==================== icache_fill_unit
icache_fill_unit/pdn.png
The bar under the picture is 50 µm long. Pins as bars on the die edge.
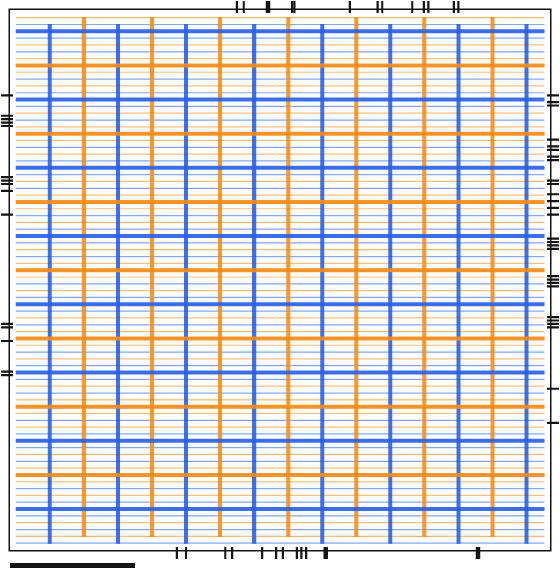

### src/rtl/icache_fill_unit_pkg.sv
// ----------------------------------------------------------------------------
// icache_fill_unit_pkg
//   Shared definitions for the instruction cache fill unit: machine word
//   width, default geometry, FSM state encoding and a saturating increment
//   used by the optional statistics counters.
//   No ports (package only).
// ----------------------------------------------------------------------------
package icache_fill_unit_pkg;

    // Machine word width (fetch address and instruction width).
    localparam int WORD_SIZE      = 16;

    // Default geometry: 4 lines of 4 words.
    localparam int DEF_LINES      = 4;
    localparam int DEF_LINE_WORDS = 4;

    typedef enum logic [0:0] {
        ICACHE_IDLE = 1'b0,
        ICACHE_FILL = 1'b1
    } icache_state_e;

    localparam logic [WORD_SIZE-1:0] STAT_MAX = '1;

    // Counter increment that sticks at all-ones instead of wrapping.
    function automatic logic [WORD_SIZE-1:0] sat_inc(input logic [WORD_SIZE-1:0] value);
        return (value == STAT_MAX) ? value : value + WORD_SIZE'(1);
    endfunction

endpackage

### src/rtl/icache_fill_unit_line_store.sv
// ----------------------------------------------------------------------------
// icache_fill_unit_line_store
//   Storage for the direct-mapped instruction cache: data words, one tag per
//   line and one valid bit per line.
//   Read port is asynchronous (same-cycle hit); all writes are synchronous.
//
// Ports
//   clk, reset_n    clock, asynchronous active-low reset (clears valid bits)
//   rd_index_i      line selected by the fetch address
//   rd_offset_i     word within that line
//   rd_data_o       stored word at {rd_index_i, rd_offset_i}
//   rd_tag_o        tag stored for line rd_index_i
//   rd_valid_o      valid bit of line rd_index_i
//   wr_en_i         write wr_data_i into {wr_index_i, wr_offset_i}
//   wr_index_i      line being refilled (also the line set_en_i marks valid)
//   wr_offset_i     word being refilled
//   wr_data_i       refill data
//   set_en_i        store set_tag_i and mark line wr_index_i valid
//   set_tag_i       tag of the line being refilled
//   clr_en_i        invalidate line clr_index_i
//   clr_index_i     line to invalidate
//   clr_all_i       invalidate every line (wins over set/clear)
// ----------------------------------------------------------------------------
module icache_fill_unit_line_store
    import icache_fill_unit_pkg::*;
#(
    parameter int LINES      = DEF_LINES,
    parameter int LINE_WORDS = DEF_LINE_WORDS,
    parameter int IDX_W      = $clog2(LINES),
    parameter int OFF_W      = $clog2(LINE_WORDS),
    parameter int TAG_W      = WORD_SIZE - IDX_W - OFF_W
) (
    input  logic                 clk,
    input  logic                 reset_n,
    input  logic [IDX_W-1:0]     rd_index_i,
    input  logic [OFF_W-1:0]     rd_offset_i,
    output logic [WORD_SIZE-1:0] rd_data_o,
    output logic [TAG_W-1:0]     rd_tag_o,
    output logic                 rd_valid_o,
    input  logic                 wr_en_i,
    input  logic [IDX_W-1:0]     wr_index_i,
    input  logic [OFF_W-1:0]     wr_offset_i,
    input  logic [WORD_SIZE-1:0] wr_data_i,
    input  logic                 set_en_i,
    input  logic [TAG_W-1:0]     set_tag_i,
    input  logic                 clr_en_i,
    input  logic [IDX_W-1:0]     clr_index_i,
    input  logic                 clr_all_i
);

    logic [WORD_SIZE-1:0] data_mem [LINES*LINE_WORDS];
    logic [TAG_W-1:0]     tag_mem  [LINES];
    logic [LINES-1:0]     valid_q;
    logic [LINES-1:0]     valid_d;

    assign rd_data_o  = data_mem[{rd_index_i, rd_offset_i}];
    assign rd_tag_o   = tag_mem[rd_index_i];
    assign rd_valid_o = valid_q[rd_index_i];

    // Data and tags carry no reset: a line is only ever read after its valid
    // bit has been set by a complete refill.
    always_ff @(posedge clk) begin
        if (wr_en_i) begin
            data_mem[{wr_index_i, wr_offset_i}] <= wr_data_i;
        end
        if (set_en_i) begin
            tag_mem[wr_index_i] <= set_tag_i;
        end
    end

    // Set (refill done) and per-line clear (miss start) never coincide: one
    // happens only while filling, the other only while idle.
    generate
        for (genvar gi = 0; gi < LINES; gi++) begin : g_valid
            localparam logic [IDX_W-1:0] LINE_ID = IDX_W'(gi);
            assign valid_d[gi] = clr_all_i                               ? 1'b0 :
                                 (set_en_i && (wr_index_i == LINE_ID))  ? 1'b1 :
                                 (clr_en_i && (clr_index_i == LINE_ID)) ? 1'b0 :
                                                                          valid_q[gi];
        end
    endgenerate

    always_ff @(posedge clk or negedge reset_n) begin
        if (!reset_n) begin
            valid_q <= '0;
        end else begin
            valid_q <= valid_d;
        end
    end

endmodule

### src/rtl/icache_fill_unit.sv
// ----------------------------------------------------------------------------
// icache_fill_unit
//   Direct-mapped read-only instruction cache between the fetch port and a
//   multi-cycle instruction memory. Hits are served combinationally; a miss
//   stalls fetch (cpu_ready=0) while the whole line is refilled one word per
//   memory beat, after which the pending address hits.
//
// Optional feature (macro ICACHE_STATS_EN): adds saturating hit_count and
//   miss_count outputs. Without the macro those ports do not exist.
//
// Ports
//   clk         rising-edge clock
//   reset_n     asynchronous active-low reset
//   cpu_read    fetch request
//   cpu_addr    fetch word address (held stable while cpu_ready=0)
//   cpu_data    instruction word (last served value while cpu_ready=0)
//   cpu_ready   1 = cpu_data valid this cycle, 0 = stall fetch
//   flush       invalidate all lines
//   mem_read    memory word-read request (level, registered)
//   mem_addr    memory word address (registered)
//   mem_data    memory read data
//   mem_valid   mem_data valid for the current mem_addr (one beat)
//   hit_count   served hits   (ICACHE_STATS_EN only)
//   miss_count  line refills  (ICACHE_STATS_EN only)
// ----------------------------------------------------------------------------
module icache_fill_unit
    import icache_fill_unit_pkg::*;
#(
    parameter int LINES      = DEF_LINES,
    parameter int LINE_WORDS = DEF_LINE_WORDS
) (
    input  logic                 clk,
    input  logic                 reset_n,
    input  logic                 cpu_read,
    input  logic [WORD_SIZE-1:0] cpu_addr,
    output logic [WORD_SIZE-1:0] cpu_data,
    output logic                 cpu_ready,
    input  logic                 flush,
    output logic                 mem_read,
    output logic [WORD_SIZE-1:0] mem_addr,
    input  logic [WORD_SIZE-1:0] mem_data,
    input  logic                 mem_valid
`ifdef ICACHE_STATS_EN
    ,
    output logic [WORD_SIZE-1:0] hit_count,
    output logic [WORD_SIZE-1:0] miss_count
`endif
);

    localparam int OFF_W = $clog2(LINE_WORDS);
    localparam int IDX_W = $clog2(LINES);
    localparam int TAG_W = WORD_SIZE - IDX_W - OFF_W;
    localparam logic [OFF_W-1:0] LAST_BEAT = OFF_W'(LINE_WORDS - 1);

    icache_state_e        state_q;
    logic                 mem_read_q;
    logic [WORD_SIZE-1:0] mem_addr_q;
    logic [OFF_W-1:0]     beat_q;
    logic [OFF_W-1:0]     beat_d;
    logic                 flush_pend_q;
    logic [WORD_SIZE-1:0] cpu_data_q;
    logic [WORD_SIZE-1:0] line_base_d;

    logic [TAG_W-1:0]     cpu_tag;
    logic [IDX_W-1:0]     cpu_index;
    logic [OFF_W-1:0]     cpu_offset;
    logic [WORD_SIZE-1:0] line_rd_data;
    logic [TAG_W-1:0]     line_rd_tag;
    logic                 line_rd_valid;

    logic                 is_idle;
    logic                 tag_match;
    logic                 hit;
    logic                 miss;
    logic                 beat_accept;
    logic                 last_beat;
    logic                 line_set;

    assign cpu_tag    = cpu_addr[WORD_SIZE-1 -: TAG_W];
    assign cpu_index  = cpu_addr[OFF_W +: IDX_W];
    assign cpu_offset = cpu_addr[OFF_W-1:0];

    assign is_idle     = (state_q == ICACHE_IDLE);
    assign tag_match   = line_rd_valid && (line_rd_tag == cpu_tag);
    assign hit         = is_idle && cpu_read && tag_match;
    assign miss        = is_idle && cpu_read && !tag_match;
    assign beat_accept = (state_q == ICACHE_FILL) && mem_valid;
    assign last_beat   = (beat_q == LAST_BEAT);
    // A flush seen at any point of the fill (including the final beat)
    // leaves the refilled line invalid.
    assign line_set    = beat_accept && last_beat && !flush_pend_q && !flush;

    assign beat_d      = beat_q + OFF_W'(1);
    assign line_base_d = {cpu_addr[WORD_SIZE-1:OFF_W], {OFF_W{1'b0}}};

    assign cpu_ready = hit;
    assign cpu_data  = hit ? line_rd_data : cpu_data_q;
    assign mem_read  = mem_read_q;
    assign mem_addr  = mem_addr_q;

    icache_fill_unit_line_store #(
        .LINES      (LINES),
        .LINE_WORDS (LINE_WORDS),
        .IDX_W      (IDX_W),
        .OFF_W      (OFF_W),
        .TAG_W      (TAG_W)
    ) u_line_store (
        .clk         (clk),
        .reset_n     (reset_n),
        .rd_index_i  (cpu_index),
        .rd_offset_i (cpu_offset),
        .rd_data_o   (line_rd_data),
        .rd_tag_o    (line_rd_tag),
        .rd_valid_o  (line_rd_valid),
        .wr_en_i     (beat_accept),
        .wr_index_i  (mem_addr_q[OFF_W +: IDX_W]),
        .wr_offset_i (beat_q),
        .wr_data_i   (mem_data),
        .set_en_i    (line_set),
        .set_tag_i   (mem_addr_q[WORD_SIZE-1 -: TAG_W]),
        .clr_en_i    (miss),
        .clr_index_i (cpu_index),
        .clr_all_i   (flush)
    );

    // Refill FSM. mem_addr keeps the tag/index of the line being filled and
    // only its offset field advances, so the address never carries into the
    // tag.
    always_ff @(posedge clk or negedge reset_n) begin
        if (!reset_n) begin
            state_q      <= ICACHE_IDLE;
            mem_read_q   <= 1'b0;
            mem_addr_q   <= '0;
            beat_q       <= '0;
            flush_pend_q <= 1'b0;
            cpu_data_q   <= '0;
        end else begin
            if (hit) begin
                cpu_data_q <= line_rd_data;
            end
            case (state_q)
                ICACHE_IDLE: begin
                    if (miss) begin
                        state_q      <= ICACHE_FILL;
                        mem_read_q   <= 1'b1;
                        mem_addr_q   <= line_base_d;
                        beat_q       <= '0;
                        flush_pend_q <= 1'b0;
                    end
                end
                ICACHE_FILL: begin
                    if (flush) begin
                        flush_pend_q <= 1'b1;
                    end
                    if (mem_valid) begin
                        if (last_beat) begin
                            state_q      <= ICACHE_IDLE;
                            mem_read_q   <= 1'b0;
                            beat_q       <= '0;
                            flush_pend_q <= 1'b0;
                        end else begin
                            beat_q                 <= beat_d;
                            mem_addr_q[OFF_W-1:0]  <= beat_d;
                        end
                    end
                end
                default: begin
                    state_q <= ICACHE_IDLE;
                end
            endcase
        end
    end

`ifdef ICACHE_STATS_EN
    logic [WORD_SIZE-1:0] hit_count_q;
    logic [WORD_SIZE-1:0] miss_count_q;

    // A miss is counted once, on the cycle that launches the refill.
    always_ff @(posedge clk or negedge reset_n) begin
        if (!reset_n) begin
            hit_count_q  <= '0;
            miss_count_q <= '0;
        end else begin
            if (hit) begin
                hit_count_q <= sat_inc(hit_count_q);
            end
            if (miss) begin
                miss_count_q <= sat_inc(miss_count_q);
            end
        end
    end

    assign hit_count  = hit_count_q;
    assign miss_count = miss_count_q;
`endif

endmodule

### config.mk
export PLATFORM = sky130hd
export DESIGN_NAME = icache_fill_unit
export DESIGN_NICKNAME = d
export VERILOG_FILES = /design/src/rtl/icache_fill_unit_pkg.sv /design/src/rtl/icache_fill_unit_line_store.sv /design/src/rtl/icache_fill_unit.sv
export SDC_FILE = /design/constraint.sdc
export NUM_CORES = 1
export LEC_CHECK = 0
export CORE_MARGIN = 2
export CORE_UTILIZATION = 30
export DETAILED_ROUTE_END_ITERATION = 6
export PLACE_DENSITY = 0.43
export SYNTH_ARGS = -nofsm -noshare
export SYNTH_HDL_FRONTEND = slang
export SYNTH_SLANG_ARGS = --single-unit
### constraint.sdc
create_clock -name clk -period 8.7 [get_ports clk]
set_input_delay 1.74 -clock clk [delete_from_list [all_inputs] [get_ports clk]]
set_output_delay 1.74 -clock clk [all_outputs]
set_load 0.01 [all_outputs]
==================== inverse_factorial_flat
[src/rtl/inverse_factorial_if.sv]
// inverse_factorial_if: start/done request interface of the inverse-factorial unit.
//   start  - request pulse from the master; taken only while busy is low
//   value  - operand that goes with start
//   busy   - computation in progress
//   done   - one-cycle pulse; n/exact are valid in the same cycle
//   n      - largest n with n! <= value
//   exact  - value == n!
// Handshake: the unit accepts a request on a rising edge where start=1 and
// busy=0, which includes the cycle where done is high. The result arrives
// later as a single-cycle done pulse. A start seen while busy=1 is dropped.
// The unit never applies back-pressure.
interface inverse_factorial_if #(
    parameter int N_WIDTH  = 8,
    parameter int FN_WIDTH = 32
);
    logic                start;
    logic [FN_WIDTH-1:0] value;
    logic                busy;
    logic                done;
    logic [N_WIDTH-1:0]  n;
    logic                exact;

    modport master (output start, value, input busy, done, n, exact);
    modport slave  (input start, value, output busy, done, n, exact);
endinterface

[src/rtl/inverse_factorial.sv]
// inverse_factorial: iterative inverse factorial with one multiply per clock.
// Finds the largest n with n! <= value and reports whether value == n!.
// Ports:
//   clk       - clock, rising edge
//   rst       - synchronous, active-high reset; aborts a running computation
//   bus       - inverse_factorial_if.slave (start/value in, busy/done/n/exact out)
//   dbg_state - current FSM state (0=IDLE, 1=CALC, 2=DONE)
// Timing: the result is picked in CALC. It is published one edge later, as the
// FSM leaves DONE. So done is high max(n,1)+1 cycles after the accepting edge.
// The done cycle is an IDLE cycle, so a new start in that cycle is taken with
// no gap between requests.
module inverse_factorial #(
    parameter int N_WIDTH  = 8,
    parameter int FN_WIDTH = 32
) (
    input  logic                clk,
    input  logic                rst,
    inverse_factorial_if.slave  bus,
    output logic [1:0]          dbg_state
);
    // The product is one bit wider than FN_WIDTH+N_WIDTH. That extra bit means
    // (k+1) = 2^N_WIDTH in the iteration-cap case still multiplies without wrap.
    localparam int PW = FN_WIDTH + N_WIDTH + 1;
    localparam logic [N_WIDTH-1:0] K_MAX = '1;

    typedef enum logic [1:0] {IDLE = 2'd0, CALC = 2'd1, DONE = 2'd2} state_t;

    state_t              state;
    logic [FN_WIDTH-1:0] val_q;
    logic [FN_WIDTH-1:0] acc;
    logic [N_WIDTH-1:0]  k;
    logic [N_WIDTH-1:0]  res_n;
    logic                res_exact;
    logic                busy;
    logic                done;
    logic [N_WIDTH-1:0]  n;
    logic                exact;

    logic [N_WIDTH:0]    k_next;
    logic [PW-1:0]       prod;
    logic [PW-1:0]       val_ext;

    assign k_next  = {1'b0, k} + {{N_WIDTH{1'b0}}, 1'b1};
    assign prod    = {{(N_WIDTH + 1){1'b0}}, acc} * {{FN_WIDTH{1'b0}}, k_next};
    assign val_ext = {{(N_WIDTH + 1){1'b0}}, val_q};

    always_ff @(posedge clk) begin
        if (rst) begin
            state     <= IDLE;
            val_q     <= '0;
            acc       <= '0;
            k         <= '0;
            res_n     <= '0;
            res_exact <= 1'b0;
            busy      <= 1'b0;
            done      <= 1'b0;
            n         <= '0;
            exact     <= 1'b0;
        end else begin
            done <= 1'b0;
            case (state)
                IDLE: begin
                    if (bus.start) begin
                        val_q <= bus.value;
                        acc   <= FN_WIDTH'(1);
                        k     <= N_WIDTH'(1);
                        busy  <= 1'b1;
                        state <= CALC;
                    end
                end
                CALC: begin
                    if (val_q == '0) begin
                        res_n     <= '0;
                        res_exact <= 1'b0;
                        state     <= DONE;
                    end else if (prod > val_ext || k == K_MAX) begin
                        // acc = k! <= val_q here; the next factorial overshoots
                        // or the count has reached its cap.
                        res_n     <= k;
                        res_exact <= (acc == val_q);
                        state     <= DONE;
                    end else begin
                        // prod <= val_q, so this narrowing loses nothing.
                        acc <= prod[FN_WIDTH-1:0];
                        k   <= k_next[N_WIDTH-1:0];
                    end
                end
                DONE: begin
                    done  <= 1'b1;
                    busy  <= 1'b0;
                    n     <= res_n;
                    exact <= res_exact;
                    state <= IDLE;
                end
                default: state <= IDLE;
            endcase
        end
    end

    assign bus.busy  = busy;
    assign bus.done  = done;
    assign bus.n     = n;
    assign bus.exact = exact;
    assign dbg_state = state;
endmodule

[src/flat_wrapper.sv]
// flat-port wrapper written by rule: the top's interface ports become plain ports
module inverse_factorial_flat 
#(
    parameter int N_WIDTH  = 8,
    parameter int FN_WIDTH = 32
)
  (clk, rst, dbg_state, bus_start, bus_value, bus_busy, bus_done, bus_n, bus_exact);
  inverse_factorial_if #(.N_WIDTH(N_WIDTH), .FN_WIDTH(FN_WIDTH)) bus_i ();
  input  logic clk;
  input  logic rst;
  output logic [1:0] dbg_state;
  input wire logic [$bits(bus_i.start)-1:0] bus_start;
  input wire logic [$bits(bus_i.value)-1:0] bus_value;
  output wire logic [$bits(bus_i.busy)-1:0] bus_busy;
  output wire logic [$bits(bus_i.done)-1:0] bus_done;
  output wire logic [$bits(bus_i.n)-1:0] bus_n;
  output wire logic [$bits(bus_i.exact)-1:0] bus_exact;
  assign bus_i.start = bus_start;
  assign bus_i.value = bus_value;
  assign bus_busy = bus_i.busy;
  assign bus_done = bus_i.done;
  assign bus_n = bus_i.n;
  assign bus_exact = bus_i.exact;
  inverse_factorial #(.N_WIDTH(N_WIDTH), .FN_WIDTH(FN_WIDTH)) u_core (.clk(clk), .rst(rst), .bus(bus_i), .dbg_state(dbg_state));
endmodule
[config.mk]
export PLATFORM = sky130hd
export DESIGN_NAME = inverse_factorial_flat
export DESIGN_NICKNAME = d
export VERILOG_FILES = /design/src/rtl/inverse_factorial_if.sv /design/src/rtl/inverse_factorial.sv /design/src/flat_wrapper.sv
export SDC_FILE = /design/constraint.sdc
export NUM_CORES = 1
export LEC_CHECK = 0
export ABC_CLOCK_PERIOD_IN_PS = 7800
export CAP_MARGIN = 0
export CORE_ASPECT_RATIO = 1.1
export CORE_MARGIN = 1.5
export CORE_UTILIZATION = 46
export CTS_BUF_LIST = sky130_fd_sc_hd__clkbuf_4 sky130_fd_sc_hd__clkbuf_8
export CTS_CLUSTER_SIZE = 8
export DETAILED_ROUTE_END_ITERATION = 10
export HOLD_SLACK_MARGIN = 0.15
export PLACE_DENSITY = 0.66
export SYNTH_ARGS = -nofsm -noshare
export SYNTH_HDL_FRONTEND = slang
export SYNTH_SLANG_ARGS = --single-unit
[constraint.sdc]
create_clock -name clk -period 7.8 [get_ports clk]
set_input_delay 0.78 -clock clk [delete_from_list [all_inputs] [get_ports clk]]
set_output_delay 0.78 -clock clk [all_outputs]
set_load 0.005 [all_outputs]
icache_fill_unit/metal_stack.png
The bar under the picture is 50 µm long.
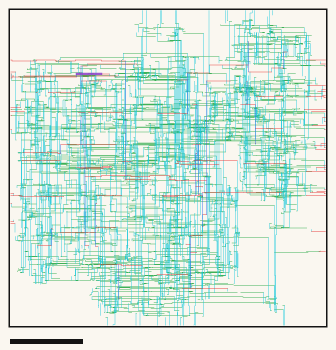
met3: in red, wire length 1320 µm. met1: in green, wire length 14200 µm. met2: in cyan, wire length 16200 µm. met4: in blue, wire length 634 µm. met5: in purple, wire length 16.6 µm.

## Picture notes: icache_fill_unit/pdn.png
VDD: in orange. VSS: in blue.
71 signal pins sit on the boundary. The core has 77 rows. 15 straps on met4.

==> run notes, icache_fill_unit <==
impl run done, here's what came out: Distinct cells, synth 40, CP cell instances clkdlybuf4s50_1 -> buf_4 -> mux4_2 -> xnor2_1 -> nand4_1 -> nor2_4 -> nand4_4 -> mux2_4 -> clkdlybuf4s50_1, largest net degree at the start of global routing 42, wire length on met2 16180 µm, Overflow after GRT 0, sum of negative setup slack 0 ns, clock root cell clkbuf_16, Worst Setup EP cpu_data[7], FMAX 0.1375 GHz, Top Layer Used met5, CTS tree built, Post-Synth AOI/OAI Area under 10%, Signal inverters 7, status complete, no violations, crit path max fanout 22, worst hold slack 0.4827 ns, Psw 0.001031 W, Syn Area/Cell 20.94 µm²
==> icache_fill_unit: cells in the final DEF, fill, tap and decap left out, drive strengths merged, types with 5 or more instances in the layout <==
cell type / Yosys / layout
clkbuf: 13 / 62
a21oi: 5 / 5
a22oi: 32 / 32
mux4: 70 / 70
nand2b: 6 / 6
clkdlybuf4s50: 0 / 67
xnor2: 9 / 9
nand2: 27 / 27
xor2: 8 / 8
edfxtp: 304 / 304
mux2: 31 / 31
buf: 14 / 27
mux2i: 12 / 12
clkinv: 0 / 10
nor2: 27 / 27
inv: 7 / 8
dfrtp: 41 / 41
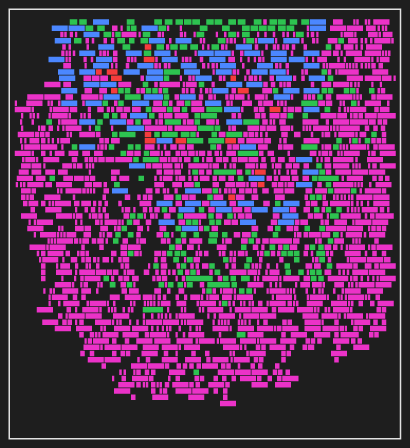
inverse_factorial_flat/cell_classes.png
flip-flops: in blue, cells 94. clock drivers and dummy loads: in red, cells 16. all other logic: in magenta, cells 1482. other buffers and delay cells: in green, cells 240.
Cell Rows: 66
design area: 17000 µm²

==> run notes, inverse_factorial_flat <==
impl run done, here's what came out: status finished, violations left, failing checks negative setup slack, first-pass GRT wire length 65600 µm, Critical Path RT slightly above 8 ns, Psw 0.0003248 W, Distinct cells, synth 71, min setup slack post-route -0.004200 ns, commonest cells in the netlist 281 x inv_1, 251 x nand2_1, 211 x fa_1, 136 x and2_1, 96 x a21oi_1, combinational power share about a fifth, Final Setup Violations 2, combinational power 0.000209 W, Clock buf/inv share 1.074%, Critical-path top delay cell or4_4, Ys Warns 0, clock net sink count 94, Core Region 29810 µm², Max-Cap Viols 0, maximum vdd drop 0.0001171 V, Top Layer Used met4, met3 Track Usage GR 3.211%, Cell Area, Placed 15960 µm², Post-synth EDFFs 0, wire length on met2 approximately 22000 µm, Post-Synth AOI/OAI Area 12.17%, Final Core Density 57.03%, M1 wire length 17220 µm, non-clock buffer count roughly 240, share of cells above drive strength 1 17.03%, area share of fa/ha/maj cells after synthesis 38.52%, Iter 0 DRT Violations 833
==> inverse_factorial_flat: worst register-to-register path, delay by kind of cell, from the launching register on <==
family | cells | cell delay, ns
xor gates and xnor gates | 2 | 0.30
AOI/OAI and AO/OA | 7 | 1.39
DFF | 1 | 0.38
and+or+nand+nor | 9 | 1.97
adders and majority gates | 7 | 2.65
muxes | 1 | 0.13
buffers and inverters | 7 | 0.88


==> screenshots <==
Routing congestion.
(a)
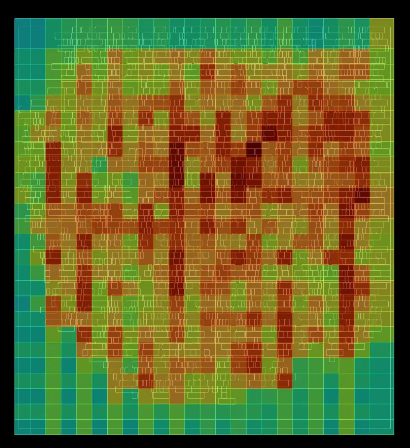
(b)
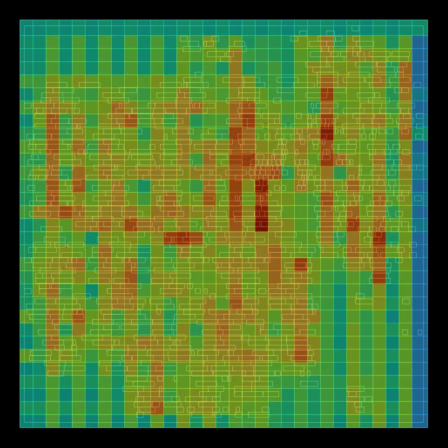
(a) -> inverse_factorial_flat
(b) -> icache_fill_unit

No activity file was given, so power comes from the tool's default toggle rates.
